=== design 1 ===
Fig. 1: design 1, register map, names as in the netlist
Other sequential cells in the stronger gray, the rest of the logic in the fainter gray.
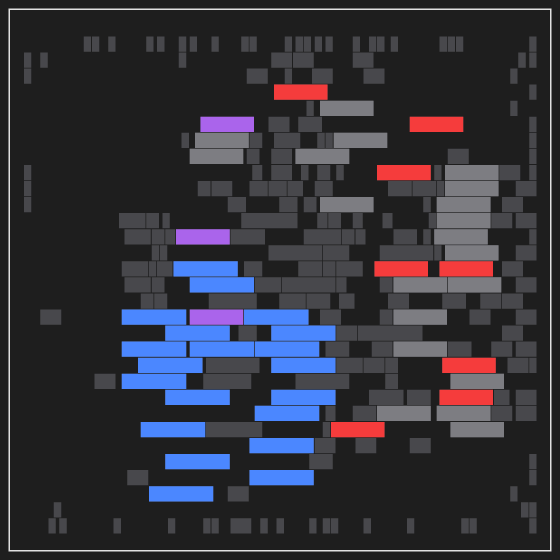
Fig. 2: design 1, cell sizes after repair
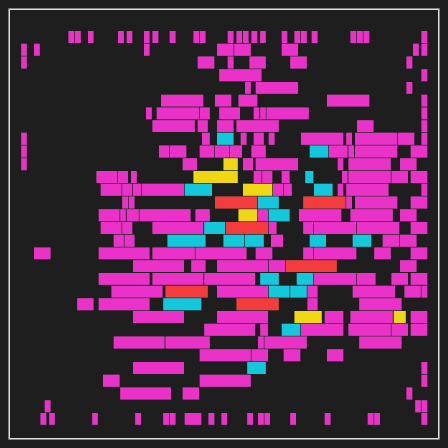
==> src/rtl/branch_pred_pkg.sv <==
// Shared types and helpers for the branch predictor update path.
// Holds the buffered update-entry layout and the FIFO pointer-width helper.
package branch_pred_pkg;

    // Index field is sized for the largest supported predictor (64 entries).
    localparam int MAX_IDX_W = 6;

    typedef struct packed {
        logic [MAX_IDX_W-1:0] idx;
        logic                 outcome;
        logic                 miss;
    } upd_entry_t;

    localparam int UPD_ENTRY_W = $bits(upd_entry_t);

    // Pointer carries one extra wrap bit above the slot address.
    function automatic int ptr_w(input int depth);
        return $clog2(depth) + 1;
    endfunction

endpackage

==> src/rtl/branch_update_fifo.sv <==
// Synchronous FIFO holding pending predictor updates; wrap-bit pointers give
// full/empty without a separate occupancy counter. Flush empties it in one edge.
module branch_update_fifo
    import branch_pred_pkg::*;
#(
    parameter int DEPTH = 4,
    parameter int W     = 8
) (
    input  logic         i_clk,
    input  logic         i_rst_n,
    input  logic         i_push,
    input  logic [W-1:0] i_wdata,
    input  logic         i_pop,
    input  logic         i_flush,
    output logic [W-1:0] o_rdata,
    output logic         o_full,
    output logic         o_empty
);

    localparam int PTR_W = ptr_w(DEPTH);
    localparam int AW    = PTR_W - 1;

    logic [W-1:0]     r_mem [DEPTH];
    logic [PTR_W-1:0] r_wptr;
    logic [PTR_W-1:0] r_rptr;
    logic             w_do_push;
    logic             w_do_pop;

    assign w_do_push = i_push && !o_full && !i_flush;
    assign w_do_pop  = i_pop && !o_empty && !i_flush;

    // NOTE: storage is not reset; the pointers alone decide which slots are
    // valid, so the array stays a plain register file without reset fan-out.
    always_ff @(posedge i_clk) begin
        if (w_do_push) begin
            r_mem[r_wptr[AW-1:0]] <= i_wdata;
        end
    end

    // NOTE: state is updated with non-blocking assignments so every flop
    // samples pre-edge values regardless of statement order.
    always_ff @(posedge i_clk or negedge i_rst_n) begin
        if (!i_rst_n) begin
            r_wptr <= '0;
            r_rptr <= '0;
        end else if (i_flush) begin
            r_wptr <= '0;
            r_rptr <= '0;
        end else begin
            if (w_do_push) begin
                r_wptr <= r_wptr + PTR_W'(1);
            end
            if (w_do_pop) begin
                r_rptr <= r_rptr + PTR_W'(1);
            end
        end
    end

    assign o_empty = (r_wptr == r_rptr);
    assign o_full  = (r_wptr[AW] != r_rptr[AW]) &&
                     (r_wptr[AW-1:0] == r_rptr[AW-1:0]);
    assign o_rdata = r_mem[r_rptr[AW-1:0]];

endmodule

==> src/rtl/branch_update_demux.sv <==
// Buffers resolved-branch updates and fans each one out as a one-hot strobe
// to its predictor entry. Optional per-entry miss counters: BRANCH_UPDATE_MISS_CNT_EN.
module branch_update_demux
    import branch_pred_pkg::*;
#(
    parameter int NUM_ENTRIES = 8,
    parameter int FIFO_DEPTH  = 4,
    parameter int CNT_W       = 8
) (
    input  logic                         CLK,
    input  logic                         RESET_N,
    input  logic                         UPD_VALID,
    output logic                         UPD_READY,
    input  logic [31:0]                  ADDR,
    input  logic                         OUTCOME,
    input  logic                         MISS,
    input  logic                         STALL,
    input  logic                         FLUSH,
    output logic [NUM_ENTRIES-1:0]       OUT_EN,
    output logic [NUM_ENTRIES-1:0]       OUT,
    output logic [NUM_ENTRIES-1:0]       MISS_OUT,
    output logic [NUM_ENTRIES*CNT_W-1:0] MISS_CNT
);

    localparam int IDX_W = $clog2(NUM_ENTRIES);

    upd_entry_t             w_wr_entry;
    upd_entry_t             w_rd_entry;
    logic [IDX_W-1:0]       w_rd_idx;
    logic                   w_push;
    logic                   w_pop;
    logic                   w_full;
    logic                   w_empty;
    logic                   w_unused;
    logic                   r_rst_done;
    logic [NUM_ENTRIES-1:0] r_out_en;
    logic [NUM_ENTRIES-1:0] r_out;
    logic [NUM_ENTRIES-1:0] r_miss_out;

    // NOTE: every field gets a default before the partial overrides so this
    // block can never infer a latch.
    always_comb begin
        w_wr_entry         = '0;
        w_wr_entry.idx     = MAX_IDX_W'(ADDR[IDX_W+1:2]);
        w_wr_entry.outcome = OUTCOME;
        w_wr_entry.miss    = MISS;
    end

    // Ready is held low until the first edge after reset release.
    assign UPD_READY = r_rst_done && !w_full && !FLUSH;
    assign w_push    = UPD_VALID && UPD_READY;
    assign w_pop     = !w_empty && !STALL && !FLUSH;
    assign w_rd_idx  = w_rd_entry.idx[IDX_W-1:0];

    branch_update_fifo #(
        .DEPTH (FIFO_DEPTH),
        .W     (UPD_ENTRY_W)
    ) u_fifo (
        .i_clk   (CLK),
        .i_rst_n (RESET_N),
        .i_push  (w_push),
        .i_wdata (w_wr_entry),
        .i_pop   (w_pop),
        .i_flush (FLUSH),
        .o_rdata (w_rd_entry),
        .o_full  (w_full),
        .o_empty (w_empty)
    );

    always_ff @(posedge CLK or negedge RESET_N) begin
        if (!RESET_N) begin
            r_rst_done <= 1'b0;
            r_out_en   <= '0;
            r_out      <= '0;
            r_miss_out <= '0;
        end else begin
            r_rst_done <= 1'b1;
            r_out_en   <= '0;
            r_miss_out <= '0;
            if (w_pop) begin
                r_out_en[w_rd_idx]   <= 1'b1;
                r_miss_out[w_rd_idx] <= w_rd_entry.miss;
                r_out[w_rd_idx]      <= w_rd_entry.outcome;
            end
        end
    end

    assign OUT_EN   = r_out_en;
    assign OUT      = r_out;
    assign MISS_OUT = r_miss_out;

`ifdef BRANCH_UPDATE_MISS_CNT_EN
    logic [CNT_W-1:0] r_miss_cnt [NUM_ENTRIES];

    // Counters saturate so a hot mispredicting branch never wraps to zero.
    always_ff @(posedge CLK or negedge RESET_N) begin
        if (!RESET_N) begin
            for (int i = 0; i < NUM_ENTRIES; i++) begin
                r_miss_cnt[i] <= '0;
            end
        end else if (w_pop && w_rd_entry.miss &&
                     (r_miss_cnt[w_rd_idx] != {CNT_W{1'b1}})) begin
            r_miss_cnt[w_rd_idx] <= r_miss_cnt[w_rd_idx] + CNT_W'(1);
        end
    end

    for (genvar g = 0; g < NUM_ENTRIES; g++) begin : g_cnt_flat
        assign MISS_CNT[g*CNT_W +: CNT_W] = r_miss_cnt[g];
    end
`else
    assign MISS_CNT = '0;
`endif

    // PC bits outside the index and the spare index bits are intentionally ignored.
    assign w_unused = ^{ADDR[31:IDX_W+2], ADDR[1:0], w_rd_entry.idx};

endmodule

==> config.mk <==
export PLATFORM = sky130hd
export DESIGN_NAME = branch_update_demux
export DESIGN_NICKNAME = d
export VERILOG_FILES = /design/src/rtl/branch_pred_pkg.sv /design/src/rtl/branch_update_fifo.sv /design/src/rtl/branch_update_demux.sv
export SDC_FILE = /design/constraint.sdc
export NUM_CORES = 1
export LEC_CHECK = 0
export CORE_MARGIN = 2
export CORE_UTILIZATION = 35
export CTS_BUF_LIST = sky130_fd_sc_hd__clkbuf_16
export CTS_CLUSTER_DIAMETER = 50
export DETAILED_ROUTE_END_ITERATION = 6
export PLACE_DENSITY = 0.69
export SLEW_MARGIN = 20
export SYNTH_ARGS = -nofsm -noshare
export SYNTH_HDL_FRONTEND = slang
export SYNTH_SLANG_ARGS = --single-unit
==> constraint.sdc <==
create_clock -name CLK -period 6.2 [get_ports CLK]
set_clock_uncertainty 0.15 [all_clocks]
set_input_delay 1.24 -clock CLK [delete_from_list [all_inputs] [get_ports CLK]]
set_output_delay 1.24 -clock CLK [all_outputs]
set_load 0.1 [all_outputs]
==> impl_metrics.env <==
# source this file to load flow results
export IMPL_status="finished clean"
export IMPL_yosysTopAreaCell="dfrtp_1"
export IMPL_min_period_over_period_pct=78.7
export IMPL_chipHeight_um=91.4
export IMPL_flop_count=51
export IMPL_synth_seq_share_pct=51.4
export IMPL_antenna_found_initial=0
export IMPL_cts_resized=0
export IMPL_crit_path_max_fanout=11
export IMPL_synthSimpleGateAreaFrac_pct=8.18
export IMPL_hold_violations=0
export IMPL_final_nets=289
export IMPL_buffer_area_share_pct=11.5
export IMPL_drtPass1Iterations=4
export IMPL_hp_start="OUT[1]$_DFFE_PN0P_"
## Picture notes: Fig. 1
[red] `OUT` | placed flops: 8
[blue] `u_fifo.r_mem` | placed flops: 20
[purple] `u_fifo.r_wptr` | placed flops: 3
not colored: 20

## Picture notes: Fig. 2
[cyan] x2 | cells: 20 | share: 8.1%
[yellow] x3 and x4 | cells: 6 | share: 2.4%
[red] x6 and larger | cells: 6 | share: 2.4%
[magenta] x1 and smaller | cells: 214 | share: 87%

[per-stage QoR]
step | cell area (µm²) | setup WS (ps)
4_1_cts | 3040 | 1310
6_report | 3040 | 1320
3_5_place_dp | 2870 | 1310
3_3_place_gp | 2870 | 1270
5_1_grt | 3040 | 1200
2_1_floorplan | 2910 | 1850
[Yosys cell counts (all sizes together)]
cell    instances
xnor2           4
mux2           11
nor3            5
nand2b          3
clkbuf          1
a22oi           2
a31o            1
nand2           3
xor2            3
a21oi           1
nor3b           1
and2            4
nor4            4
or3             1
mux4            3
nand4           2
o21ai           2
a31oi           3
a311oi          1
mux2i           5
conb            2
a21bo           1
o31ai           2
o22ai           2
nor2            6
dfrtp          31
edfxtp         20
ha              5
inv             7
nand3b          1
or3b            1
nand3           3
buf            67
[power by group]
part	switching [µW]	internal [µW]	leakage (µW)
Sequential	25.7	384	0.000603
Clock	116	190	0.0000799
Combinational	450	96.4	0.000631
Total	592	670	0.00131
[per-layer routing]
metal / share of wire [%] / vias to the layer above / GRT usage [%]
met5: 0 / - / 0
met4: 0.24 / 0 / 1.89
met3: 5.7 / 2 / 3.24
met2: 54 / 51 / 18.4
met1: 40 / 678 / 12.0
li1: - / 667 / -

=== design 2 ===
Fig. 3: design 2, routing congestion
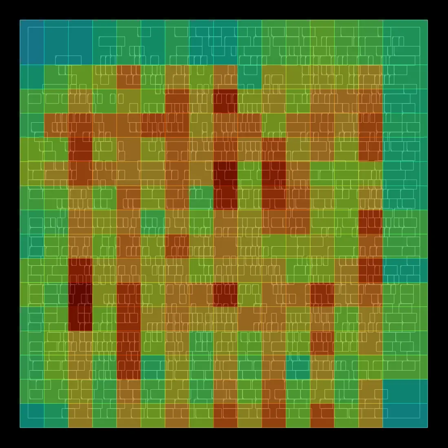
Fig. 4: design 2, register map, names as in the netlist
Other sequential cells in the stronger gray, the rest of the logic in the fainter gray.
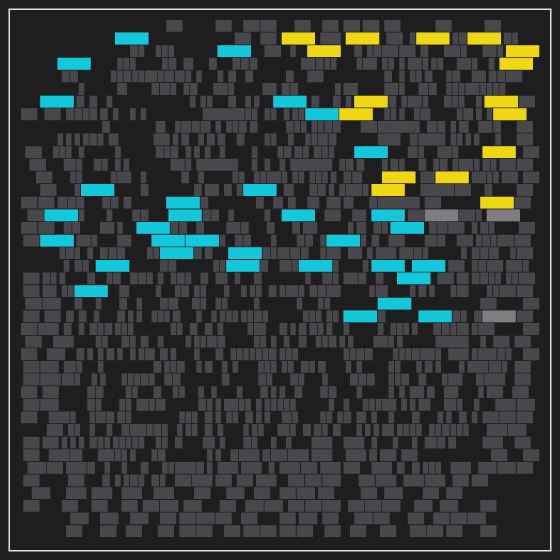
Fig. 5: design 2, local utilization
The die is cut into 12 by 12 equal tiles; black is low, pale yellow is high, 0 to 100% covered.
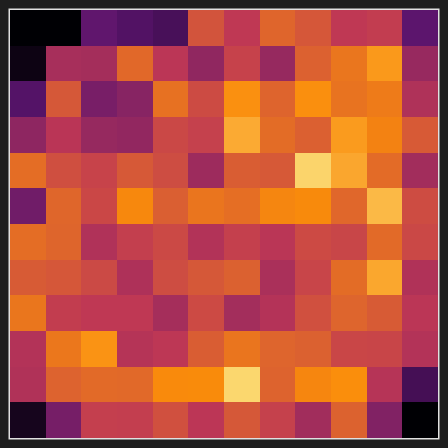
===== config.mk =====
export PLATFORM = sky130hd
export DESIGN_NAME = branch_resolve
export DESIGN_NICKNAME = d
export VERILOG_FILES = /design/src/rtl/branch_pkg.sv /design/src/rtl/br_cond.sv /design/src/rtl/branch_resolve.sv
export SDC_FILE = /design/constraint.sdc
export NUM_CORES = 1
export LEC_CHECK = 0
export ABC_AREA = 1
export CAP_MARGIN = 20
export CORE_MARGIN = 2
export CORE_UTILIZATION = 45
export CTS_CLUSTER_DIAMETER = 200
export CTS_CLUSTER_SIZE = 20
export DETAILED_ROUTE_END_ITERATION = 8
export GPL_TIMING_DRIVEN = 1
export PLACE_DENSITY = 0.72
export SYNTH_ARGS = -nofsm -noshare
export SYNTH_HDL_FRONTEND = slang
export SYNTH_HIERARCHICAL = 1
export SYNTH_SLANG_ARGS = --single-unit

===== constraint.sdc =====
create_clock -name i_clk -period 4.1 [get_ports i_clk]
set_input_delay 0.615 -clock i_clk [delete_from_list [all_inputs] [get_ports i_clk]]
set_output_delay 0.615 -clock i_clk [all_outputs]
set_load 0.01 [all_outputs]

===== src/rtl/branch_pkg.sv =====
// Shared definitions for the EX-stage branch resolver: widths, funct3 codes, FSM states.
// No logic; no latency or backpressure of its own.
// Imported by branch_resolve and br_cond.
package branch_pkg;

  localparam int XLEN = 32;

  localparam logic [2:0] F3_BEQ  = 3'b000;
  localparam logic [2:0] F3_BNE  = 3'b001;
  localparam logic [2:0] F3_ILL0 = 3'b010;
  localparam logic [2:0] F3_ILL1 = 3'b011;
  localparam logic [2:0] F3_BLT  = 3'b100;
  localparam logic [2:0] F3_BGE  = 3'b101;
  localparam logic [2:0] F3_BLTU = 3'b110;
  localparam logic [2:0] F3_BGEU = 3'b111;

  typedef enum logic {
    RUN    = 1'b0,
    SHADOW = 1'b1
  } state_t;

endpackage


===== src/rtl/br_cond.sv =====
// Branch condition decode: funct3 plus comparator flags -> condition met / illegal code.
// Latency: purely combinational, zero cycles.
// Backpressure: none; evaluated every cycle.
module br_cond
  import branch_pkg::*;
(
  input  logic [2:0] funct3,
  input  logic       less,
  input  logic       equal,
  output logic       cond,
  output logic       illegal
);

  always_comb begin
    cond    = 1'b0;
    illegal = 1'b0;
    case (funct3)
      F3_BEQ:           cond    = equal;
      F3_BNE:           cond    = !equal;
      F3_BLT, F3_BLTU:  cond    = less;
      F3_BGE, F3_BGEU:  cond    = !less;
      F3_ILL0, F3_ILL1: illegal = 1'b1;
      default:          cond    = 1'b0;
    endcase
  end

endmodule


===== src/rtl/branch_resolve.sv =====
// EX-stage branch/jump resolver: redirect + flush, fetch PC register, fault pulses, taken counter.
// Latency: redirect/flush combinational in cycle N, o_pc holds the target in N+1.
// Backpressure: i_stall holds the fetch PC; a redirect always overrides the stall.
module branch_resolve
  import branch_pkg::*;
#(
  parameter logic [XLEN-1:0] RESET_PC = 32'h0000_0000
) (
  input  logic            i_clk,
  input  logic            i_rst_n,
  input  logic            i_valid,
  input  logic            i_is_branch,
  input  logic            i_is_jal,
  input  logic            i_is_jalr,
  input  logic [2:0]      i_funct3,
  input  logic            i_br_less,
  input  logic            i_br_equal,
  input  logic [XLEN-1:0] i_pc,
  input  logic [XLEN-1:0] i_imm,
  input  logic [XLEN-1:0] i_rs1_data,
  input  logic            i_stall,
  output logic            o_br_unsigned,
  output logic [XLEN-1:0] o_pc,
  output logic            o_flush,
  output logic            o_misalign,
  output logic            o_br_illegal,
  output logic [15:0]     o_taken_cnt
);

  state_t          state_q, state_nxt;
  logic [15:0]     taken_cnt_q;
  logic            cond, illegal;
  logic            is_br, is_jal, is_jalr;
  logic            elig, taken, misalign, redirect;
  logic [XLEN-1:0] base, sum, target, pc_nxt;

  br_cond u_br_cond (
    .funct3  (i_funct3),
    .less    (i_br_less),
    .equal   (i_br_equal),
    .cond    (cond),
    .illegal (illegal)
  );

  // Anything other than exactly one class bit is treated as a non-control instruction.
  assign is_br   =  i_is_branch && !i_is_jal && !i_is_jalr;
  assign is_jal  = !i_is_branch &&  i_is_jal && !i_is_jalr;
  assign is_jalr = !i_is_branch && !i_is_jal &&  i_is_jalr;

  assign elig     = i_valid && (state_q == RUN);
  assign taken    = elig && (is_jal || is_jalr || (is_br && cond));
  assign base     = is_jalr ? i_rs1_data : i_pc;
  assign sum      = base + i_imm;
  assign target   = is_jalr ? {sum[XLEN-1:1], 1'b0} : sum;
  assign misalign = taken && target[1];
  assign redirect = taken && !misalign;

  assign o_br_unsigned = i_funct3[1];
  assign o_flush       = redirect && i_rst_n;
  assign o_taken_cnt   = taken_cnt_q;

  always_comb begin
    pc_nxt = o_pc + 32'd4;
    if (redirect)     pc_nxt = target;
    else if (i_stall) pc_nxt = o_pc;
  end

  // SHADOW covers the cycle(s) where the instruction behind a redirect is still in EX.
  always_comb begin
    state_nxt = state_q;
    case (state_q)
      RUN:     if (redirect) state_nxt = SHADOW;
      SHADOW:  if (!i_stall) state_nxt = RUN;
      default: state_nxt = RUN;
    endcase
  end

  always_ff @(posedge i_clk) begin
    if (!i_rst_n) begin
      o_pc         <= RESET_PC;
      state_q      <= RUN;
      taken_cnt_q  <= 16'h0000;
      o_misalign   <= 1'b0;
      o_br_illegal <= 1'b0;
    end else begin
      o_pc         <= pc_nxt;
      state_q      <= state_nxt;
      o_misalign   <= misalign;
      o_br_illegal <= elig && is_br && illegal;
      if (redirect && is_br && taken_cnt_q != 16'hFFFF)
        taken_cnt_q <= taken_cnt_q + 16'd1;
    end
  end

endmodule


==> impl_metrics.env <==
# source this file to load flow results
export IMPL_cts_hold_buf=0
export IMPL_ys_cells=947
export IMPL_p_leak_uw=0.00330
export IMPL_logic_family="simple AND/OR/NAND/NOR gates"
export IMPL_period_minus_slack_ps=3800
export IMPL_synth_seq_share_pct=18.0
export IMPL_mostFrequentLayoutCells="264 x nand2_1, 159 x clkdlybuf4s50_1, 113 x inv_1"
export IMPL_end_kind="output port"
export IMPL_status="finished clean"
export IMPL_avgSynthCellArea_um2=5.99
export IMPL_yosysTopAreaCell="dfxtp_1"
export IMPL_setup_viol=0
export IMPL_final_antenna_net_count=0
export IMPL_p_sw_share_pct=35.8
export IMPL_cts_sinks=51
export IMPL_post_cts_buffers=0
export IMPL_vias_per_cell=5.20
export IMPL_stdcell_count=1273
export IMPL_top_layer="met4"
export IMPL_worstRegToRegCells=9
export IMPL_hp_class="reg -> reg"
export IMPL_p_comb_uw=674
export IMPL_r2r_start="o_pc[2]$_SDFFE_PN0P_"
export IMPL_critPathSlowestCell="clkdlybuf4s50_1"
export IMPL_power_leader="combinational logic"
export IMPL_yosys_warnings=6
export IMPL_min_period_over_period_pct=92.7
Notes on Fig. 3 above:
GR Util met2: 46.2%
Finished Core Util: 60.8%
met3 Usage GRT: 2.91%
routed len/inst: 14.1 µm

Notes on Fig. 4 above:
[yellow] `o_taken_cnt` | placed flops: 16 | where: north-east
[cyan] `o_pc` | placed flops: 32
not colored: 3

Notes on Fig. 5 above:
fullest tile: 91%
mean over tiles: 55%
tiles over 75% full: 8.3%
emptiest ninth of the die: north-west
nearly empty tiles: 2.1%
Core Density at Floorplan: 45.5%
Core Area: 0.0125 mm²

[cell type report]
cell class                      instances  area share (%)
Timing Repair Buffer                  166            21.7
Inverter                              116            5.79
Multi-Input combinational cell        760            54.2
Tap cell                              172            2.84
Clock buffer                            6            1.83
Sequential cell                        51            13.5
Clock inverter                          2           0.181
[worst min-delay path by stage]
stage	depth (start not counted)	from	endpoint	slack (ps)
global placement	2	o_pc[1]$_SDFFE_PN0P_	o_pc[1]$_SDFFE_PN0P_	420
detailed placement	2	o_pc[1]$_SDFFE_PN0P_	o_pc[1]$_SDFFE_PN0P_	440
global route	2	o_pc[1]$_SDFFE_PN0P_	o_pc[1]$_SDFFE_PN0P_	490
CTS	2	o_pc[1]$_SDFFE_PN0P_	o_pc[1]$_SDFFE_PN0P_	450
finish	2	o_pc[1]$_SDFFE_PN0P_	o_pc[1]$_SDFFE_PN0P_	440
floorplan	2	state_q$_SDFF_PN0_	state_q$_SDFF_PN0_	440
[sequential cells by signal, summed over array words and instances, names as in the netlist]
| register | count |
|---|---|
| o_pc | 32 |
| o_br_illegal | 1 |
| o_misalign | 1 |
| o_taken_cnt | 16 |
| state_q | 1 |

=== design 3 ===
Fig. 6: design 3, port wiring
The bar under the picture is 10 µm long.
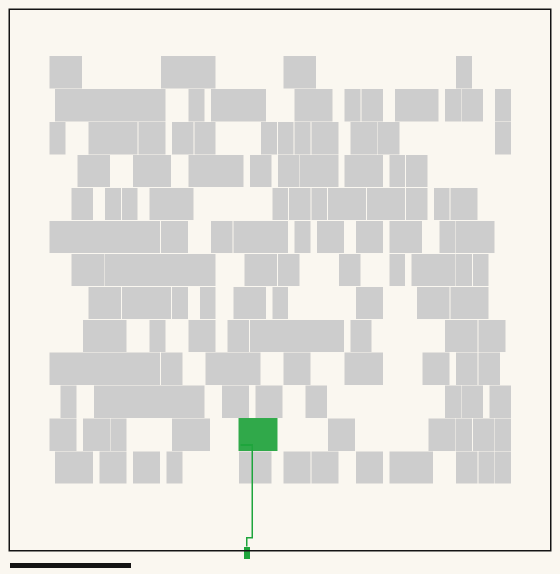
Fig. 7: design 3, routing congestion
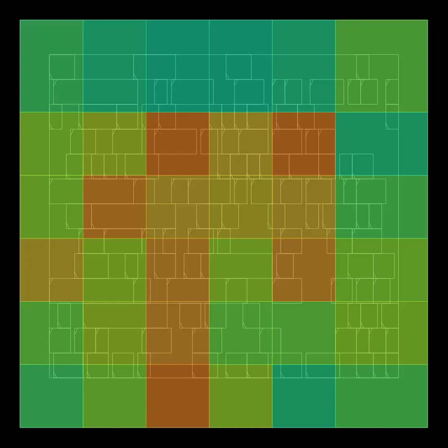
===== config.mk =====
export PLATFORM = sky130hd
export DESIGN_NAME = mano_control_unit
export DESIGN_NICKNAME = d
export VERILOG_FILES = /design/src/rtl/mano_pkg.sv /design/src/rtl/mano_rr_decode.sv /design/src/rtl/mano_control_unit.sv
export SDC_FILE = /design/constraint.sdc
export NUM_CORES = 1
export LEC_CHECK = 0
export CORE_MARGIN = 3
export CORE_UTILIZATION = 60
export CTS_CLUSTER_DIAMETER = 120
export DETAILED_ROUTE_END_ITERATION = 6
export DONT_BUFFER_PORTS = 1
export PLACE_DENSITY = 0.72
export SLEW_MARGIN = 10
export SYNTH_ARGS = -nofsm -noshare
export SYNTH_HDL_FRONTEND = slang
export SYNTH_SLANG_ARGS = --single-unit
export TNS_END_PERCENT = 30

===== constraint.sdc =====
create_clock -name clk -period 3.94 [get_ports clk]
set_clock_uncertainty 0.15 [all_clocks]
set_input_delay 0.394 -clock clk [delete_from_list [all_inputs] [get_ports clk]]
set_output_delay 0.394 -clock clk [all_outputs]
set_load 0.01 [all_outputs]

===== src/rtl/mano_pkg.sv =====
// Shared encodings for the Mano basic computer control unit: bus sources,
// ALU functions, memory-reference opcodes and register-reference bit positions.
package mano_pkg;

    localparam logic [2:0] BUS_NONE = 3'd0;
    localparam logic [2:0] BUS_AR   = 3'd1;
    localparam logic [2:0] BUS_PC   = 3'd2;
    localparam logic [2:0] BUS_DR   = 3'd3;
    localparam logic [2:0] BUS_AC   = 3'd4;
    localparam logic [2:0] BUS_IR   = 3'd5;
    localparam logic [2:0] BUS_TR   = 3'd6;
    localparam logic [2:0] BUS_MEM  = 3'd7;

    typedef enum logic [2:0] {
        ALU_AND     = 3'd0,
        ALU_ADD     = 3'd1,
        ALU_PASS_DR = 3'd2,
        ALU_CMA     = 3'd3,
        ALU_CIR     = 3'd4,
        ALU_CIL     = 3'd5
    } alu_sel_t;

    localparam logic [2:0] D_AND = 3'd0;
    localparam logic [2:0] D_ADD = 3'd1;
    localparam logic [2:0] D_LDA = 3'd2;
    localparam logic [2:0] D_STA = 3'd3;
    localparam logic [2:0] D_BUN = 3'd4;
    localparam logic [2:0] D_BSA = 3'd5;
    localparam logic [2:0] D_ISZ = 3'd6;
    localparam logic [2:0] D_IO  = 3'd7;

    localparam int RR_CLA = 11;
    localparam int RR_CLE = 10;
    localparam int RR_CMA = 9;
    localparam int RR_CME = 8;
    localparam int RR_CIR = 7;
    localparam int RR_CIL = 6;
    localparam int RR_INC = 5;
    localparam int RR_SPA = 4;
    localparam int RR_SNA = 3;
    localparam int RR_SZA = 2;
    localparam int RR_SZE = 1;
    localparam int RR_HLT = 0;

endpackage


===== src/rtl/mano_rr_decode.sv =====
// Register-reference decode: resolves AC-op and E-op priorities and the skip test.
module mano_rr_decode
    import mano_pkg::*;
#(
    parameter int DW = 16
) (
    input  logic [11:0]   rr,
    input  logic [DW-1:0] ac,
    input  logic          e,
    output alu_sel_t      alu_sel,
    output logic          ac_write,
    output logic          ac_increment,
    output logic          ac_clear,
    output logic          e_write,
    output logic          e_clear,
    output logic          e_complement,
    output logic          pc_increment,
    output logic          halt
);

    always_comb begin
        alu_sel      = ALU_AND;
        ac_write     = 1'b0;
        ac_increment = 1'b0;
        ac_clear     = 1'b0;
        e_write      = 1'b0;
        if (rr[RR_CLA]) begin
            ac_clear = 1'b1;
        end else if (rr[RR_CMA]) begin
            alu_sel  = ALU_CMA;
            ac_write = 1'b1;
        end else if (rr[RR_CIR]) begin
            alu_sel  = ALU_CIR;
            ac_write = 1'b1;
            e_write  = 1'b1;
        end else if (rr[RR_CIL]) begin
            alu_sel  = ALU_CIL;
            ac_write = 1'b1;
            e_write  = 1'b1;
        end else if (rr[RR_INC]) begin
            ac_increment = 1'b1;
        end
    end

    // A rotate already loads E from the carry, so CLE/CME lose to it.
    assign e_clear      = rr[RR_CLE] & ~e_write;
    assign e_complement = rr[RR_CME] & ~rr[RR_CLE] & ~e_write;

    assign pc_increment = (rr[RR_SPA] & ~ac[DW-1]) |
                          (rr[RR_SNA] &  ac[DW-1]) |
                          (rr[RR_SZA] & (ac == '0)) |
                          (rr[RR_SZE] & ~e);

    assign halt = rr[RR_HLT];

endmodule


===== src/rtl/mano_control_unit.sv =====
// Hardwired control for the Mano basic computer: sequence counter plus
// combinational strobe decode of (SC, I, IR, AC, DR, E, halted).
module mano_control_unit
    import mano_pkg::*;
#(
    parameter int AW = 12,
    parameter int DW = 16
) (
    input  logic          clk,
    input  logic          reset,
    input  logic [DW-1:0] IR,
    input  logic [DW-1:0] AC,
    input  logic [DW-1:0] DR,
    input  logic          E,
    output logic [2:0]    BUS_SEL,
    output logic [2:0]    ALU_SEL,
    output logic          MEM_write,
    output logic          AR_write,
    output logic          AR_increment,
    output logic          AR_clear,
    output logic          PC_write,
    output logic          PC_increment,
    output logic          PC_clear,
    output logic          DR_write,
    output logic          DR_increment,
    output logic          DR_clear,
    output logic          AC_write,
    output logic          AC_increment,
    output logic          AC_clear,
    output logic          IR_write,
    output logic          TR_write,
    output logic          TR_increment,
    output logic          TR_clear,
    output logic          OUTR_write,
    output logic          E_write,
    output logic          E_clear,
    output logic          E_complement,
    output logic          halted,
    output logic [2:0]    SC
);

    logic [2:0] sc;
    logic       i_reg;
    logic [2:0] d;
    alu_sel_t   alu;

    alu_sel_t   rr_alu;
    logic       rr_ac_write, rr_ac_increment, rr_ac_clear;
    logic       rr_e_write, rr_e_clear, rr_e_complement;
    logic       rr_pc_increment, rr_halt;

    // Opcode sits directly above the address field.
    assign d       = IR[AW+2:AW];
    assign SC      = sc;
    assign ALU_SEL = alu;

    assign AR_clear     = 1'b0;
    assign DR_clear     = 1'b0;
    assign TR_write     = 1'b0;
    assign TR_increment = 1'b0;
    assign TR_clear     = 1'b0;
    assign OUTR_write   = 1'b0;

    mano_rr_decode #(.DW(DW)) u_rr (
        .rr           (IR[11:0]),
        .ac           (AC),
        .e            (E),
        .alu_sel      (rr_alu),
        .ac_write     (rr_ac_write),
        .ac_increment (rr_ac_increment),
        .ac_clear     (rr_ac_clear),
        .e_write      (rr_e_write),
        .e_clear      (rr_e_clear),
        .e_complement (rr_e_complement),
        .pc_increment (rr_pc_increment),
        .halt         (rr_halt)
    );

    always_ff @(posedge clk or posedge reset) begin
        if (reset) begin
            sc     <= 3'd0;
            i_reg  <= 1'b0;
            halted <= 1'b0;
        end else if (!halted) begin
            case (sc)
                3'd0, 3'd1: sc <= sc + 3'd1;
                3'd2: begin
                    i_reg <= IR[DW-1];
                    sc    <= 3'd3;
                end
                3'd3: begin
                    if (d == D_IO) begin
                        sc <= 3'd0;
                        if (!i_reg && rr_halt) halted <= 1'b1;
                    end else begin
                        sc <= 3'd4;
                    end
                end
                3'd4:    sc <= (d == D_STA || d == D_BUN) ? 3'd0 : 3'd5;
                3'd5:    sc <= (d == D_ISZ) ? 3'd6 : 3'd0;
                default: sc <= 3'd0;
            endcase
        end
    end

    always_comb begin
        BUS_SEL      = BUS_NONE;
        alu          = ALU_AND;
        MEM_write    = 1'b0;
        AR_write     = 1'b0;
        AR_increment = 1'b0;
        PC_write     = 1'b0;
        PC_increment = 1'b0;
        PC_clear     = 1'b0;
        DR_write     = 1'b0;
        DR_increment = 1'b0;
        AC_write     = 1'b0;
        AC_increment = 1'b0;
        AC_clear     = 1'b0;
        IR_write     = 1'b0;
        E_write      = 1'b0;
        E_clear      = 1'b0;
        E_complement = 1'b0;
        if (reset) begin
            PC_clear = 1'b1;
        end else if (!halted) begin
            case (sc)
                3'd0: begin
                    BUS_SEL  = BUS_PC;
                    AR_write = 1'b1;
                end
                3'd1: begin
                    BUS_SEL      = BUS_MEM;
                    IR_write     = 1'b1;
                    PC_increment = 1'b1;
                end
                3'd2: begin
                    BUS_SEL  = BUS_IR;
                    AR_write = 1'b1;
                end
                3'd3: begin
                    if (d != D_IO) begin
                        if (i_reg) begin
                            BUS_SEL  = BUS_MEM;
                            AR_write = 1'b1;
                        end
                    end else if (!i_reg) begin
                        alu          = rr_alu;
                        AC_write     = rr_ac_write;
                        AC_increment = rr_ac_increment;
                        AC_clear     = rr_ac_clear;
                        E_write      = rr_e_write;
                        E_clear      = rr_e_clear;
                        E_complement = rr_e_complement;
                        PC_increment = rr_pc_increment;
                    end
                end
                3'd4: begin
                    case (d)
                        D_AND, D_ADD, D_LDA, D_ISZ: begin
                            BUS_SEL  = BUS_MEM;
                            DR_write = 1'b1;
                        end
                        D_STA: begin
                            BUS_SEL   = BUS_AC;
                            MEM_write = 1'b1;
                        end
                        D_BUN: begin
                            BUS_SEL  = BUS_AR;
                            PC_write = 1'b1;
                        end
                        D_BSA: begin
                            BUS_SEL      = BUS_PC;
                            MEM_write    = 1'b1;
                            AR_increment = 1'b1;
                        end
                        default: ;
                    endcase
                end
                3'd5: begin
                    case (d)
                        D_AND: begin
                            alu      = ALU_AND;
                            AC_write = 1'b1;
                        end
                        D_ADD: begin
                            alu      = ALU_ADD;
                            AC_write = 1'b1;
                            E_write  = 1'b1;
                        end
                        D_LDA: begin
                            alu      = ALU_PASS_DR;
                            AC_write = 1'b1;
                        end
                        D_BSA: begin
                            BUS_SEL  = BUS_AR;
                            PC_write = 1'b1;
                        end
                        D_ISZ:   DR_increment = 1'b1;
                        default: ;
                    endcase
                end
                3'd6: begin
                    if (d == D_ISZ) begin
                        BUS_SEL      = BUS_DR;
                        MEM_write    = 1'b1;
                        PC_increment = (DR == '0);
                    end
                end
                default: ;
            endcase
        end
    end

endmodule


==> impl_metrics.env <==
# source this file to load flow results
export IMPL_grt_met3_usage_pct=5.69
export IMPL_cts_sinks=5
export IMPL_layout_setup_ws_ps=1200
export IMPL_cp_arrival_ps=2190
export IMPL_status="finished clean"
export IMPL_fp_coreArea_mm2=0.00135
export IMPL_synth_distinct_cells=47
export IMPL_wire_per_inst_um=17.1
export IMPL_chipHeight_um=44.6
export IMPL_cp_top_family="flip-flops"
export IMPL_stdcell_count=136
export IMPL_lay_top_count="inv_1"
export IMPL_gp_congestion=0.805
export IMPL_setup_viol=0
export IMPL_antenna_found_initial=0
export IMPL_syn_area_um2=893
export IMPL_cp_start_kind="flop"
export IMPL_whs_endpoint="halted$_DFF_PP0_"
export IMPL_critical_path_class="reg -> out"
export IMPL_n_antenna_cell=0
export IMPL_cts_tree="yes"
export IMPL_placed_cells=131
export IMPL_vdd_drop_max_mv=0.382
export IMPL_holdWs_ps=129
## Picture notes: Fig. 6
[green] `PC_increment` | direction: output | edge: south | end cells: 1 | buffers: 0 | wire: 9.70 µm

## Picture notes: Fig. 7
GR Util met2: 41.0%
Finished Core Util: 64.9%

## Yosys cell counts (all sizes together) (2+ instances only)
cell type   n
mux2        2
nor2b       2
nor4b       2
a21oi       6
nand2       8
and2        2
mux2i       2
inv        10
buf        12
and3        2
clkbuf      2
dfrtp       5
ha          5
o21ai       9
nor3        6
and2b       2
nor4        8
nand3       4
nand4       5
o2111ai     2
nor2        8
## power by group
group          switching, µW  internal (µW)  total (µW)
clock network           19.4           38.2        57.5
logic                    161            118         279
registers               74.4           76.2         151
total                    255            232         487
## cells by family after synthesis
group                    share of synthesized area (%)
AND-OR/OR-AND                                     20.2
XOR/XNOR                                         0.981
adder cells (fa/ha/maj)                           7.00
buffers and inverters                             14.4
flip-flops                                        14.0
multiplexers                                      4.76
other                                            0.420
AND/OR/NAND/NOR                                   38.2
## cell type report
| class | count | area (µm²) |
|---|---|---|
| Multi-Input combinational cell | 101 | 658 |
| Fill cell | 133 | 474 |
| Sequential cell | 5 | 125 |
| Inverter | 10 | 37.5 |
| Clock buffer | 4 | 26.3 |
| Tap cell | 15 | 18.8 |
| Timing Repair Buffer | 1 | 10.0 |

=== design 4 ===
**config.mk**
```make
export PLATFORM = sky130hd
export DESIGN_NAME = multi_xfer_seq_flat
export DESIGN_NICKNAME = d
export VERILOG_FILES = /design/src/rtl/risc_pkg.sv /design/src/rtl/multi_xfer_seq_if.sv /design/src/rtl/prio_enc_n.sv /design/src/rtl/multi_xfer_seq.sv /design/src/flat_wrapper.sv
export SDC_FILE = /design/constraint.sdc
export NUM_CORES = 1
export LEC_CHECK = 0
export CORE_AREA = 10 10 91 93
export CTS_CLUSTER_DIAMETER = 30
export CTS_CLUSTER_SIZE = 16
export DETAILED_ROUTE_END_ITERATION = 8
export DIE_AREA = 0 0 101 103
export PLACE_DENSITY = 0.72
export SETUP_SLACK_MARGIN = 0.02
export SYNTH_ARGS = -nofsm -noshare
export SYNTH_HDL_FRONTEND = slang
export SYNTH_SLANG_ARGS = --single-unit
```
**constraint.sdc**
```tcl
create_clock -name clk -period 6 [get_ports clk]
set_input_delay 0.6 -clock clk [delete_from_list [all_inputs] [get_ports clk]]
set_output_delay 0.6 -clock clk [all_outputs]
set_load 0.05 [all_outputs]
```
**src/rtl/risc_pkg.sv**
```systemverilog
// rtl/risc_pkg.sv - shared types and constants for the load/store-multiple sequencer
// Contents: DATA_W_DEFAULT (default address/data width), mx_state_t {IDLE, RUN, FIN},
// direction encodings MX_ASC / MX_DESC.
package risc_pkg;

    localparam int DATA_W_DEFAULT = 16;

    typedef enum logic [1:0] {
        IDLE = 2'd0,
        RUN  = 2'd1,
        FIN  = 2'd2
    } mx_state_t;

    localparam logic MX_ASC  = 1'b0;
    localparam logic MX_DESC = 1'b1;

endpackage

```
**src/rtl/multi_xfer_seq_if.sv**
```systemverilog
// rtl/multi_xfer_seq_if.sv - decode-side request / micro-op bundle for multi_xfer_seq
// master: decode (drives start, is_store, dir, mask, base_addr, hold, abort; observes results)
// slave : sequencer (drives busy, uop_*, done, final_addr)
interface multi_xfer_seq_if #(
    parameter int DATA_W = risc_pkg::DATA_W_DEFAULT,
    parameter int NREG   = 8,
    parameter int IDX_W  = $clog2(NREG)
);
    logic              start;
    logic              is_store;
    logic              dir;
    logic [NREG-1:0]   mask;
    logic [DATA_W-1:0] base_addr;
    logic              hold;
    logic              abort;

    logic              busy;
    logic              uop_valid;
    logic              uop_store;
    logic [IDX_W-1:0]  uop_reg;
    logic [DATA_W-1:0] uop_addr;
    logic              uop_last;
    logic              done;
    logic [DATA_W-1:0] final_addr;

    modport master (
        output start, is_store, dir, mask, base_addr, hold, abort,
        input  busy, uop_valid, uop_store, uop_reg, uop_addr, uop_last, done, final_addr
    );

    modport slave (
        input  start, is_store, dir, mask, base_addr, hold, abort,
        output busy, uop_valid, uop_store, uop_reg, uop_addr, uop_last, done, final_addr
    );
endinterface

```
**src/rtl/prio_enc_n.sv**
```systemverilog
// rtl/prio_enc_n.sv - direction-selectable priority encoder over a register mask
// Ports: mask (in), dir (in, MX_ASC picks lowest set bit, MX_DESC highest),
// idx (out, selected index, 0 when mask empty), any (out, mask nonzero),
// one_left (out, exactly one bit set).
module prio_enc_n
    import risc_pkg::*;
#(
    parameter int NREG  = 8,
    parameter int IDX_W = $clog2(NREG)
) (
    input  logic [NREG-1:0]  mask,
    input  logic             dir,
    output logic [IDX_W-1:0] idx,
    output logic             any,
    output logic             one_left
);

    // Scan so that the winning bit is the last one to overwrite idx.
    always_comb begin
        idx = '0;
        for (int i = 0; i < NREG; i++) begin
            if (dir == MX_DESC) begin
                if (mask[i]) idx = IDX_W'(i);
            end else begin
                if (mask[NREG-1-i]) idx = IDX_W'(NREG - 1 - i);
            end
        end
    end

    assign any      = |mask;
    // Clearing the lowest set bit leaves zero only for a single-bit mask.
    assign one_left = any && ((mask & (mask - 1'b1)) == '0);

endmodule

```
**src/rtl/multi_xfer_seq.sv**
```systemverilog
// rtl/multi_xfer_seq.sv - load/store-multiple sequencer, one register/address micro-op per cycle
// Ports: clk, reset_n (sync, active-low), bus (multi_xfer_seq_if.slave): request in
// (start, is_store, dir, mask, base_addr, hold, abort), micro-op out (busy, uop_valid,
// uop_store, uop_reg, uop_addr, uop_last), completion out (done, final_addr).
module multi_xfer_seq
    import risc_pkg::*;
#(
    parameter int DATA_W = DATA_W_DEFAULT,
    parameter int NREG   = 8,
    parameter int IDX_W  = $clog2(NREG)
) (
    input  logic           clk,
    input  logic           reset_n,
    multi_xfer_seq_if.slave bus
);

    mx_state_t         state, state_n;
    logic [NREG-1:0]   rem,   rem_n;
    logic [DATA_W-1:0] addr,  addr_n;
    logic [DATA_W-1:0] fin,   fin_n;
    logic              store_q, store_n;
    logic              dir_q,   dir_n;

    logic [IDX_W-1:0]  cur_idx;
    logic              any_left;
    logic              one_left;

    prio_enc_n #(.NREG(NREG), .IDX_W(IDX_W)) u_enc (
        .mask     (rem),
        .dir      (dir_q),
        .idx      (cur_idx),
        .any      (any_left),
        .one_left (one_left)
    );

    always_ff @(posedge clk) begin
        if (!reset_n) begin
            state   <= IDLE;
            rem     <= '0;
            addr    <= '0;
            fin     <= '0;
            store_q <= 1'b0;
            dir_q   <= MX_ASC;
        end else begin
            state   <= state_n;
            rem     <= rem_n;
            addr    <= addr_n;
            fin     <= fin_n;
            store_q <= store_n;
            dir_q   <= dir_n;
        end
    end

    always_comb begin
        state_n = state;
        rem_n   = rem;
        addr_n  = addr;
        fin_n   = fin;
        store_n = store_q;
        dir_n   = dir_q;

        unique case (state)
            IDLE: begin
                if (bus.start && !bus.hold && !bus.abort) begin
                    store_n = bus.is_store;
                    dir_n   = bus.dir;
                    if (bus.mask != '0) begin
                        rem_n   = bus.mask;
                        addr_n  = bus.base_addr;
                        state_n = RUN;
                    end else begin
                        fin_n   = bus.base_addr;
                        state_n = FIN;
                    end
                end
            end
            RUN: begin
                if (bus.abort) begin
                    rem_n   = '0;
                    state_n = IDLE;
                end else if (!bus.hold) begin
                    rem_n  = rem & ~(NREG'(1) << cur_idx);
                    addr_n = (dir_q == MX_DESC) ? addr - 1'b1 : addr + 1'b1;
                    // !any_left cannot occur in RUN; exiting keeps the FSM from sticking.
                    if (one_left || !any_left) begin
                        fin_n   = addr_n;
                        state_n = FIN;
                    end
                end
            end
            FIN: begin
                state_n = IDLE;
            end
            default: begin
                rem_n   = '0;
                state_n = IDLE;
            end
        endcase
    end

    assign bus.busy       = (state == RUN);
    assign bus.uop_valid  = (state == RUN);
    assign bus.uop_store  = store_q;
    assign bus.uop_reg    = cur_idx;
    assign bus.uop_addr   = addr;
    assign bus.uop_last   = (state == RUN) && one_left;
    assign bus.done       = (state == FIN);
    assign bus.final_addr = fin;

endmodule

```
**src/flat_wrapper.sv**
```systemverilog
// flat-port wrapper written by rule: the top's interface ports become plain ports
module multi_xfer_seq_flat import risc_pkg::*;
#(
    parameter int DATA_W = DATA_W_DEFAULT,
    parameter int NREG   = 8,
    parameter int IDX_W  = $clog2(NREG)
)
  (clk, reset_n, bus_start, bus_is_store, bus_dir, bus_mask, bus_base_addr, bus_hold, bus_abort, bus_busy, bus_uop_valid, bus_uop_store, bus_uop_reg, bus_uop_addr, bus_uop_last, bus_done, bus_final_addr);
  multi_xfer_seq_if #(.DATA_W(DATA_W), .NREG(NREG), .IDX_W(IDX_W)) bus_i ();
  input  logic clk;
  input  logic reset_n;
  input wire logic [$bits(bus_i.start)-1:0] bus_start;
  input wire logic [$bits(bus_i.is_store)-1:0] bus_is_store;
  input wire logic [$bits(bus_i.dir)-1:0] bus_dir;
  input wire logic [$bits(bus_i.mask)-1:0] bus_mask;
  input wire logic [$bits(bus_i.base_addr)-1:0] bus_base_addr;
  input wire logic [$bits(bus_i.hold)-1:0] bus_hold;
  input wire logic [$bits(bus_i.abort)-1:0] bus_abort;
  output wire logic [$bits(bus_i.busy)-1:0] bus_busy;
  output wire logic [$bits(bus_i.uop_valid)-1:0] bus_uop_valid;
  output wire logic [$bits(bus_i.uop_store)-1:0] bus_uop_store;
  output wire logic [$bits(bus_i.uop_reg)-1:0] bus_uop_reg;
  output wire logic [$bits(bus_i.uop_addr)-1:0] bus_uop_addr;
  output wire logic [$bits(bus_i.uop_last)-1:0] bus_uop_last;
  output wire logic [$bits(bus_i.done)-1:0] bus_done;
  output wire logic [$bits(bus_i.final_addr)-1:0] bus_final_addr;
  assign bus_i.start = bus_start;
  assign bus_i.is_store = bus_is_store;
  assign bus_i.dir = bus_dir;
  assign bus_i.mask = bus_mask;
  assign bus_i.base_addr = bus_base_addr;
  assign bus_i.hold = bus_hold;
  assign bus_i.abort = bus_abort;
  assign bus_busy = bus_i.busy;
  assign bus_uop_valid = bus_i.uop_valid;
  assign bus_uop_store = bus_i.uop_store;
  assign bus_uop_reg = bus_i.uop_reg;
  assign bus_uop_addr = bus_i.uop_addr;
  assign bus_uop_last = bus_i.uop_last;
  assign bus_done = bus_i.done;
  assign bus_final_addr = bus_i.final_addr;
  multi_xfer_seq #(.DATA_W(DATA_W), .NREG(NREG), .IDX_W(IDX_W)) u_core (.clk(clk), .reset_n(reset_n), .bus(bus_i));
endmodule
```
==> impl_metrics.env <==
# source this file to load flow results
export IMPL_period_minus_slack_ps=3520
export IMPL_whs_endpoint="u_core.bus.final_addr[8]$_SDFFE_PN0P_"
export IMPL_chipArea_mm2=0.0104
export IMPL_stdcell_count=514
export IMPL_hold_depth=2
export IMPL_routed_wirelength_um=8540
export IMPL_holdWs_ps=459
export IMPL_largestClassByArea="multi-input combinational cells"
export IMPL_antenna_found_initial=0
export IMPL_adder_share_pct=6.95
export IMPL_drtPass1Iterations=4
export IMPL_worst_pin_slew_ps=1130
export IMPL_lay_top_count="clkdlybuf4s50_1"
export IMPL_final_nets=479
export IMPL_nWellTaps=80
export IMPL_syn_num_nets=420
export IMPL_final_antenna_net_count=0
export IMPL_yosys_area_share_aoi_pct=30.6
export IMPL_p_sw_share_pct=31.0
export IMPL_yosys_warnings=0
export IMPL_synth_most_common_cell="nand2_1"
export IMPL_drv_cap=0
export IMPL_top_cell_area_share_pct=31.3
export IMPL_htreeDepth=2
export IMPL_status="finished clean"
export IMPL_synthSimpleGateAreaFrac_pct=22.6
export IMPL_placed_cell_area_mm2=0.00354
export IMPL_n_antenna_cell=0
export IMPL_p_comb_uw=162
==> per-layer routing <==
| layer | track usage, % | up-vias | wire (µm) |
|---|---|---|---|
| met2 | 25.8 | 120 | 3830 |
| met1 | 20.0 | 1380 | 3710 |
| li1 | - | 1476 | - |
| met4 | 5.36 | 0 | 167 |
| met3 | 6.70 | 13 | 835 |
| met5 | 0 | - | 0 |
==> how the worst max path moves through the flow <==
stage | start | to | slack [ps]
3_3_place_gp | u_core.dir_q$_SDFFE_PN0P_ | bus_uop_reg[1] | 2870
2_1_floorplan | u_core.rem[2]$_SDFFE_PN0P_ | bus_uop_last | 3170
4_1_cts | u_core.dir_q$_SDFFE_PN0P_ | bus_uop_reg[1] | 2500
3_5_place_dp | u_core.dir_q$_SDFFE_PN0P_ | bus_uop_reg[1] | 2850
5_1_grt | u_core.dir_q$_SDFFE_PN0P_ | bus_uop_reg[1] | 2280
6_report | u_core.dir_q$_SDFFE_PN0P_ | bus_uop_reg[1] | 2480
==> worst max-delay path, cell delays in order (launching register included) <==
cell and delay (ps):
dfxtp_1 920, inv_1 260, a22oi_1 520, clkdlybuf4s50_1 910
Fig. 8: design 4, placement by cell class
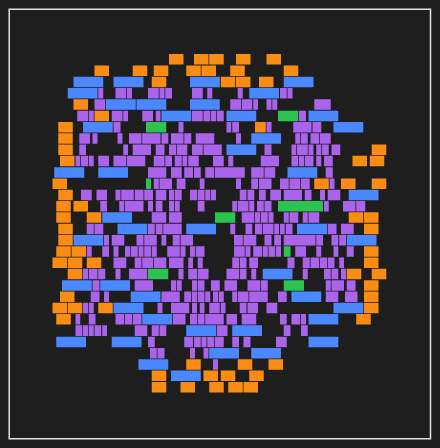
[blue] registers | cells: 44 | share of their area: 25%
[green] clock drivers and dummy loads | cells: 8 | share of their area: 3.0%
[purple] remaining logic cells | cells: 311 | share of their area: 52%
[orange] remaining buffers and delay cells | cells: 71 | share of their area: 20%

Fig. 9: design 4, routing congestion
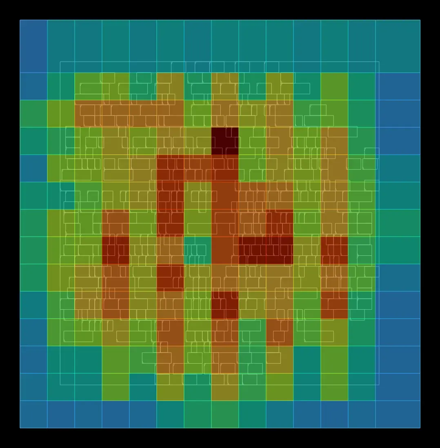
met3 Usage GRT: 6.70%
M1 GR Usage: 20.0%
Tot GR Track Use: 16.5%
routed len/inst: 16.6 µm
GR Util met2: 25.8%


=== design 5 ===
### src/rtl/fc_invac_select_pipe.sv
// Per-frame channel select for the transmission-estimation path: holds the frame select and Inv_Ac,
// and streams filtered pixels through a 2-stage valid/ready pipeline emitting Fc with its Inv_Ac.

module fc_invac_select_chk #(
    parameter int NUM_CH   = 3,
    parameter int PIX_W    = 8,
    parameter int INV_W    = 14,
    parameter int AUTO_SEL = 0
) (
    input logic             clk,
    input logic             rst_n,
    input logic             out_valid,
    input logic             out_ready,
    input logic [PIX_W-1:0] Fc,
    input logic [INV_W-1:0] Inv_Ac,
    input logic             sel_err
);

    // A stalled output beat must stay presented unchanged until it is taken.
    a_stall_hold: assert property (@(posedge clk) disable iff (!rst_n)
        (out_valid && !out_ready) |=> (out_valid && $stable(Fc) && $stable(Inv_Ac)));

    generate
        if (AUTO_SEL != 0) begin : g_auto_chk
            // argmax always yields an in-range channel, so no error can be raised.
            a_auto_no_err: assert property (@(posedge clk) disable iff (!rst_n) !sel_err);
        end
    endgenerate

endmodule

module fc_invac_select_pipe #(
    parameter int NUM_CH   = 3,
    parameter int PIX_W    = 8,
    parameter int INV_W    = 14,
    parameter int AUTO_SEL = 0,
    localparam int SEL_W   = (NUM_CH > 2) ? $clog2(NUM_CH) : 1
) (
    input  logic                    clk,
    input  logic                    rst_n,
    input  logic                    ac_load,
    input  logic [SEL_W-1:0]        sel_in,
    input  logic [NUM_CH*INV_W-1:0] Inv_A,
    input  logic                    in_valid,
    output logic                    in_ready,
    input  logic [NUM_CH*PIX_W-1:0] F_in,
    output logic                    out_valid,
    input  logic                    out_ready,
    output logic [PIX_W-1:0]        Fc,
    output logic [INV_W-1:0]        Inv_Ac,
    output logic                    sel_err,
    output logic [SEL_W-1:0]        sel_cur
);

    localparam logic [SEL_W:0] NUM_CH_L = NUM_CH[SEL_W:0];

    // Largest Inv_A (darkest channel); strict compare keeps ties on the lowest index.
    function automatic logic [SEL_W-1:0] argmax_inv(input logic [NUM_CH*INV_W-1:0] inv);
        logic [SEL_W-1:0] best;
        logic [INV_W-1:0] best_v;
        best   = {SEL_W{1'b0}};
        best_v = inv[0 +: INV_W];
        for (int k = 1; k < NUM_CH; k++) begin
            if (inv[k*INV_W +: INV_W] > best_v) begin
                best_v = inv[k*INV_W +: INV_W];
                best   = SEL_W'(k);
            end else begin
                best   = best;
            end
        end
        return best;
    endfunction

    function automatic logic [INV_W-1:0] pick_inv(input logic [NUM_CH*INV_W-1:0] inv,
                                                  input logic [SEL_W-1:0]        sel);
        logic [INV_W-1:0] r;
        r = {INV_W{1'b0}};
        for (int k = 0; k < NUM_CH; k++) begin
            if (sel == SEL_W'(k)) begin
                r = inv[k*INV_W +: INV_W];
            end else begin
                r = r;
            end
        end
        return r;
    endfunction

    function automatic logic [PIX_W-1:0] pick_pix(input logic [NUM_CH*PIX_W-1:0] pix,
                                                  input logic [SEL_W-1:0]        sel);
        logic [PIX_W-1:0] r;
        r = {PIX_W{1'b0}};
        for (int k = 0; k < NUM_CH; k++) begin
            if (sel == SEL_W'(k)) begin
                r = pix[k*PIX_W +: PIX_W];
            end else begin
                r = r;
            end
        end
        return r;
    endfunction

    logic [SEL_W-1:0]        sel_r;
    logic [INV_W-1:0]        invac_r;
    logic                    sel_err_r;
    logic [SEL_W-1:0]        load_sel_s;
    logic                    load_ok_s;
    logic [INV_W-1:0]        load_inv_s;

    logic                    s1_v_r;
    logic [NUM_CH*PIX_W-1:0] s1_f_r;
    logic [SEL_W-1:0]        s1_sel_r;
    logic [INV_W-1:0]        s1_inv_r;
    logic                    s1_err_r;

    logic                    s2_v_r;
    logic [PIX_W-1:0]        fc_r;
    logic [INV_W-1:0]        inv_out_r;

    logic                    adv_s;
    logic                    in_ready_s;
    logic                    accept_s;
    logic [PIX_W-1:0]        s2_fc_s;

    // Candidate frame values presented on ac_load.
    always_comb begin
        load_sel_s = (AUTO_SEL != 0) ? argmax_inv(Inv_A) : sel_in;
        load_ok_s  = ({1'b0, load_sel_s} < NUM_CH_L);
        if (load_ok_s) begin
            load_inv_s = pick_inv(Inv_A, load_sel_s);
        end else begin
            load_inv_s = {INV_W{1'b0}};
        end
    end

    // Pipeline handshake and the stage-2 channel mux.
    always_comb begin
        adv_s      = !s2_v_r || out_ready;
        in_ready_s = !s1_v_r || adv_s;
        accept_s   = in_valid && in_ready_s;
        if (s1_err_r) begin
            s2_fc_s = {PIX_W{1'b0}};
        end else begin
            s2_fc_s = pick_pix(s1_f_r, s1_sel_r);
        end
    end

    // Frame select registers; new values only reach pixels accepted after this edge.
    always_ff @(posedge clk or negedge rst_n) begin
        if (!rst_n) begin
            sel_r     <= {SEL_W{1'b0}};
            invac_r   <= {INV_W{1'b0}};
            sel_err_r <= 1'b0;
        end else if (ac_load) begin
            sel_r     <= load_sel_s;
            invac_r   <= load_inv_s;
            sel_err_r <= !load_ok_s;
        end
    end

    // Stage 1: capture pixel with the frame context current at accept time.
    always_ff @(posedge clk or negedge rst_n) begin
        if (!rst_n) begin
            s1_v_r   <= 1'b0;
            s1_f_r   <= {(NUM_CH*PIX_W){1'b0}};
            s1_sel_r <= {SEL_W{1'b0}};
            s1_inv_r <= {INV_W{1'b0}};
            s1_err_r <= 1'b0;
        end else if (in_ready_s) begin
            s1_v_r <= accept_s;
            if (accept_s) begin
                s1_f_r   <= F_in;
                s1_sel_r <= sel_r;
                s1_inv_r <= invac_r;
                s1_err_r <= sel_err_r;
            end
        end
    end

    // Stage 2: output register; data only reloads on a real beat so it holds when idle.
    always_ff @(posedge clk or negedge rst_n) begin
        if (!rst_n) begin
            s2_v_r    <= 1'b0;
            fc_r      <= {PIX_W{1'b0}};
            inv_out_r <= {INV_W{1'b0}};
        end else if (adv_s) begin
            s2_v_r <= s1_v_r;
            if (s1_v_r) begin
                fc_r      <= s2_fc_s;
                inv_out_r <= s1_inv_r;
            end
        end
    end

    assign in_ready  = in_ready_s;
    assign out_valid = s2_v_r;
    assign Fc        = fc_r;
    assign Inv_Ac    = inv_out_r;
    assign sel_err   = sel_err_r;
    assign sel_cur   = sel_r;

    fc_invac_select_chk #(
        .NUM_CH   (NUM_CH),
        .PIX_W    (PIX_W),
        .INV_W    (INV_W),
        .AUTO_SEL (AUTO_SEL)
    ) u_chk (
        .clk       (clk),
        .rst_n     (rst_n),
        .out_valid (s2_v_r),
        .out_ready (out_ready),
        .Fc        (fc_r),
        .Inv_Ac    (inv_out_r),
        .sel_err   (sel_err_r)
    );

endmodule

### config.mk
export PLATFORM = sky130hd
export DESIGN_NAME = fc_invac_select_pipe
export DESIGN_NICKNAME = d
export VERILOG_FILES = /design/src/rtl/fc_invac_select_pipe.sv
export SDC_FILE = /design/constraint.sdc
export NUM_CORES = 1
export LEC_CHECK = 0
export ABC_AREA = 1
export CORE_ASPECT_RATIO = 0.8
export CORE_MARGIN = 4
export CORE_UTILIZATION = 45
export DETAILED_ROUTE_END_ITERATION = 8
export PLACE_DENSITY = 0.74
export SLEW_MARGIN = 25
export SYNTH_ARGS = -nofsm -noshare
export SYNTH_HDL_FRONTEND = slang
export SYNTH_HIERARCHICAL = 1
export SYNTH_SLANG_ARGS = --single-unit
### constraint.sdc
create_clock -name clk -period 3.1 [get_ports clk]
set_input_delay 0.62 -clock clk [delete_from_list [all_inputs] [get_ports clk]]
set_output_delay 0.62 -clock clk [all_outputs]
set_load 0.005 [all_outputs]
Fig. 10: design 5, routing congestion
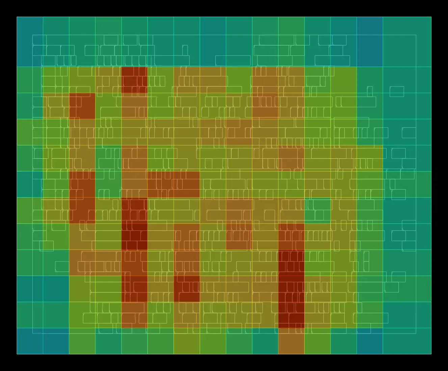
GR Util met2: 28.6%
M1 GR Usage: 29.3%
Finished Core Util: 61.0%
met3 Usage GRT: 5.20%
GR peak layer: met1

Fig. 11: design 5, register map, names as in the netlist
Other sequential cells in the stronger gray, the rest of the logic in the fainter gray.
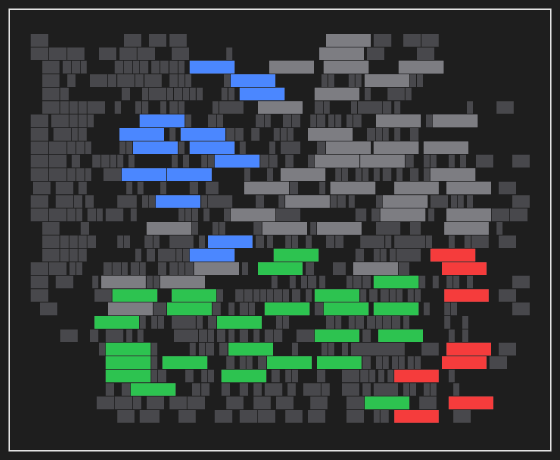
[green] `s1_f_r` | placed flops: 24
[red] `Fc` | placed flops: 8 | where: south-east
[blue] `invac_r` | placed flops: 14
not colored: 36
P_seq: 1390 µW
fraction of area in registers: 42.2%
Sequential Area: 0.00205 mm²

## synthesized netlist by cell type
cell type	count	area share, %
buf_2	11	1.5
buf_4	13	2.6
buf_6	1	0.30
clkbuf_1	4	0.41
dfrtp_1	82	55
inv_1	6	0.61
inv_2	3	0.30
nand2_1	199	20
nand2_2	2	0.34
nand2_4	1	0.30
nand3_1	119	16
nand3_4	1	0.47
nor2_1	1	0.10
nor2_2	1	0.17
nor2_4	1	0.30
o21ai_0	5	0.68
o21ai_1	1	0.14
## metal layers
layer / GRT usage [%] / vias to the layer above / share of wire, %
li1: - / 1623 / -
met1: 29.3 / 1512 / 47
met2: 28.6 / 100 / 44
met3: 5.20 / 14 / 6.5
met4: 7.59 / 0 / 1.6
met5: 0 / - / 0
## through the flow
step,hold slack [ps],total power (µW),worst slack (ps),cell area (µm²)
6_report,285,2840,748,4870
5_1_grt,346,3030,730,4870
4_1_cts,468,2870,734,4860
3_5_place_dp,460,2090,739,4660
3_3_place_gp,456,2070,712,4660
2_1_floorplan,324,1720,1540,3700
## cell families after synthesis
kind of cell           Yosys count  synth area share (%)
and+or+nand+nor                325                  38.0
AOI/OAI and AO/OA                6                 0.811
buffers and inverters           38                  5.75
DFF                             82                  55.5
==> impl_metrics.env <==
# source this file to load flow results
export IMPL_gp_congestion=0.848
export IMPL_worst_pin_slew_ps=725
export IMPL_synth_seq_share_pct=55.5
export IMPL_status="finished clean"
export IMPL_grt_setup_unrepaired="false"
export IMPL_seqPwrFrac_pct=49.0
export IMPL_critical_path_class="in -> out"
export IMPL_hp_class="in -> async"
export IMPL_overflow=0
export IMPL_htreeDepth=3
export IMPL_crit_path_max_fanout=2
export IMPL_cts_tree="yes"
export IMPL_power_leader="registers"
export IMPL_slowest_delay_ps=510
export IMPL_netlist_instances=451
export IMPL_syn_num_nets=524
export IMPL_port_buffers=99
export IMPL_wire_per_inst_um=13.7


## Gallery

Placement by cell class.
picture 1
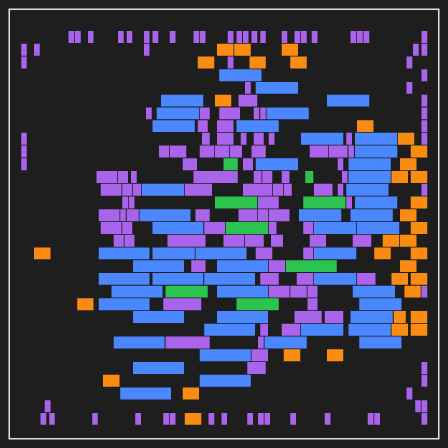
picture 2
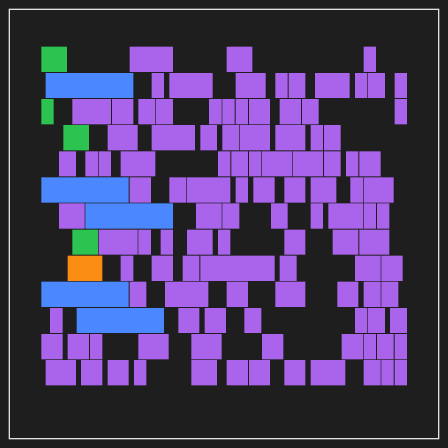
picture 3
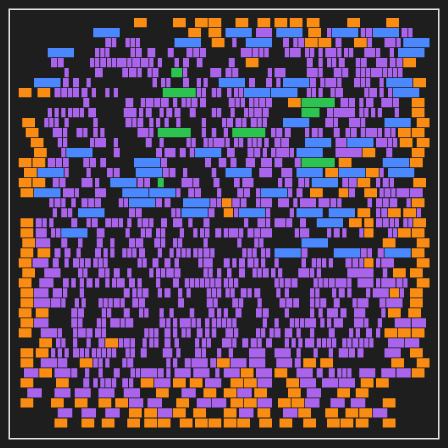
picture 4
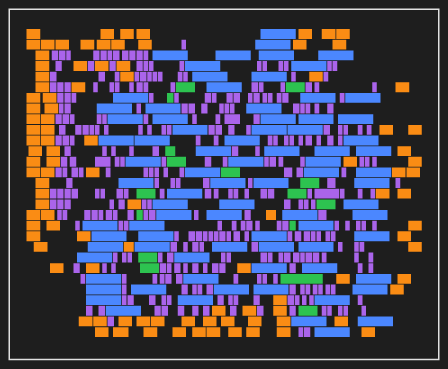
The one with the fewest cells is picture 2.
The one with the fewest sequential cells is picture 2.
- picture 2 = design 3
- picture 1 = design 1
- picture 4 = design 5
- picture 3 = design 2


## Gallery

Cell sizes after repair.
(a)
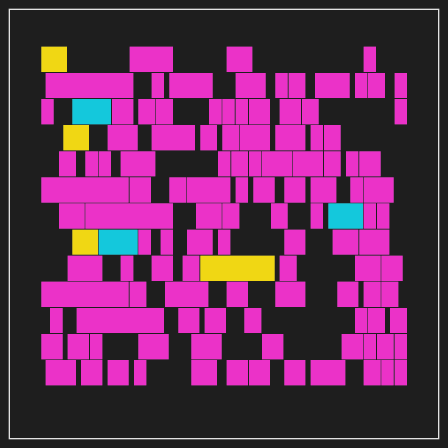
(b)
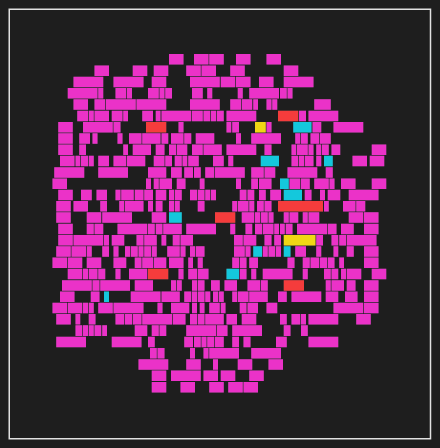
(c)
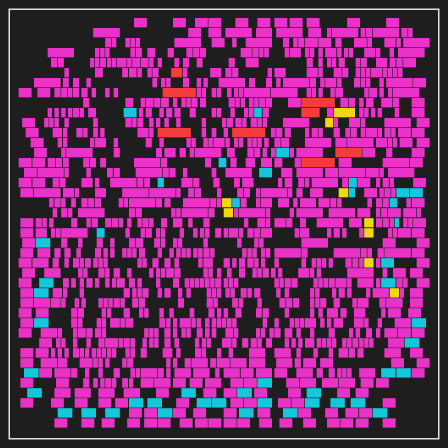
(d)
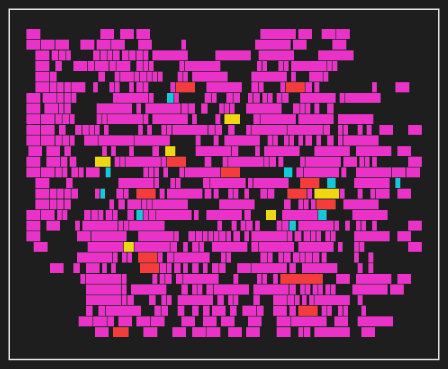
(b) -> design 4
(a) -> design 3
(d) -> design 5
(c) -> design 2
Of these, most cells: (c)

Key to (c):
[red] x6 and larger | cells: 8 | share: 0.73%
[magenta] x1 and smaller | cells: 1,039 | share: 94%
[cyan] x2 | cells: 45 | share: 4.1%
[yellow] x3 and x4 | cells: 9 | share: 0.82%

Power figures rest on the tool's default switching activity, not on a simulated workload.
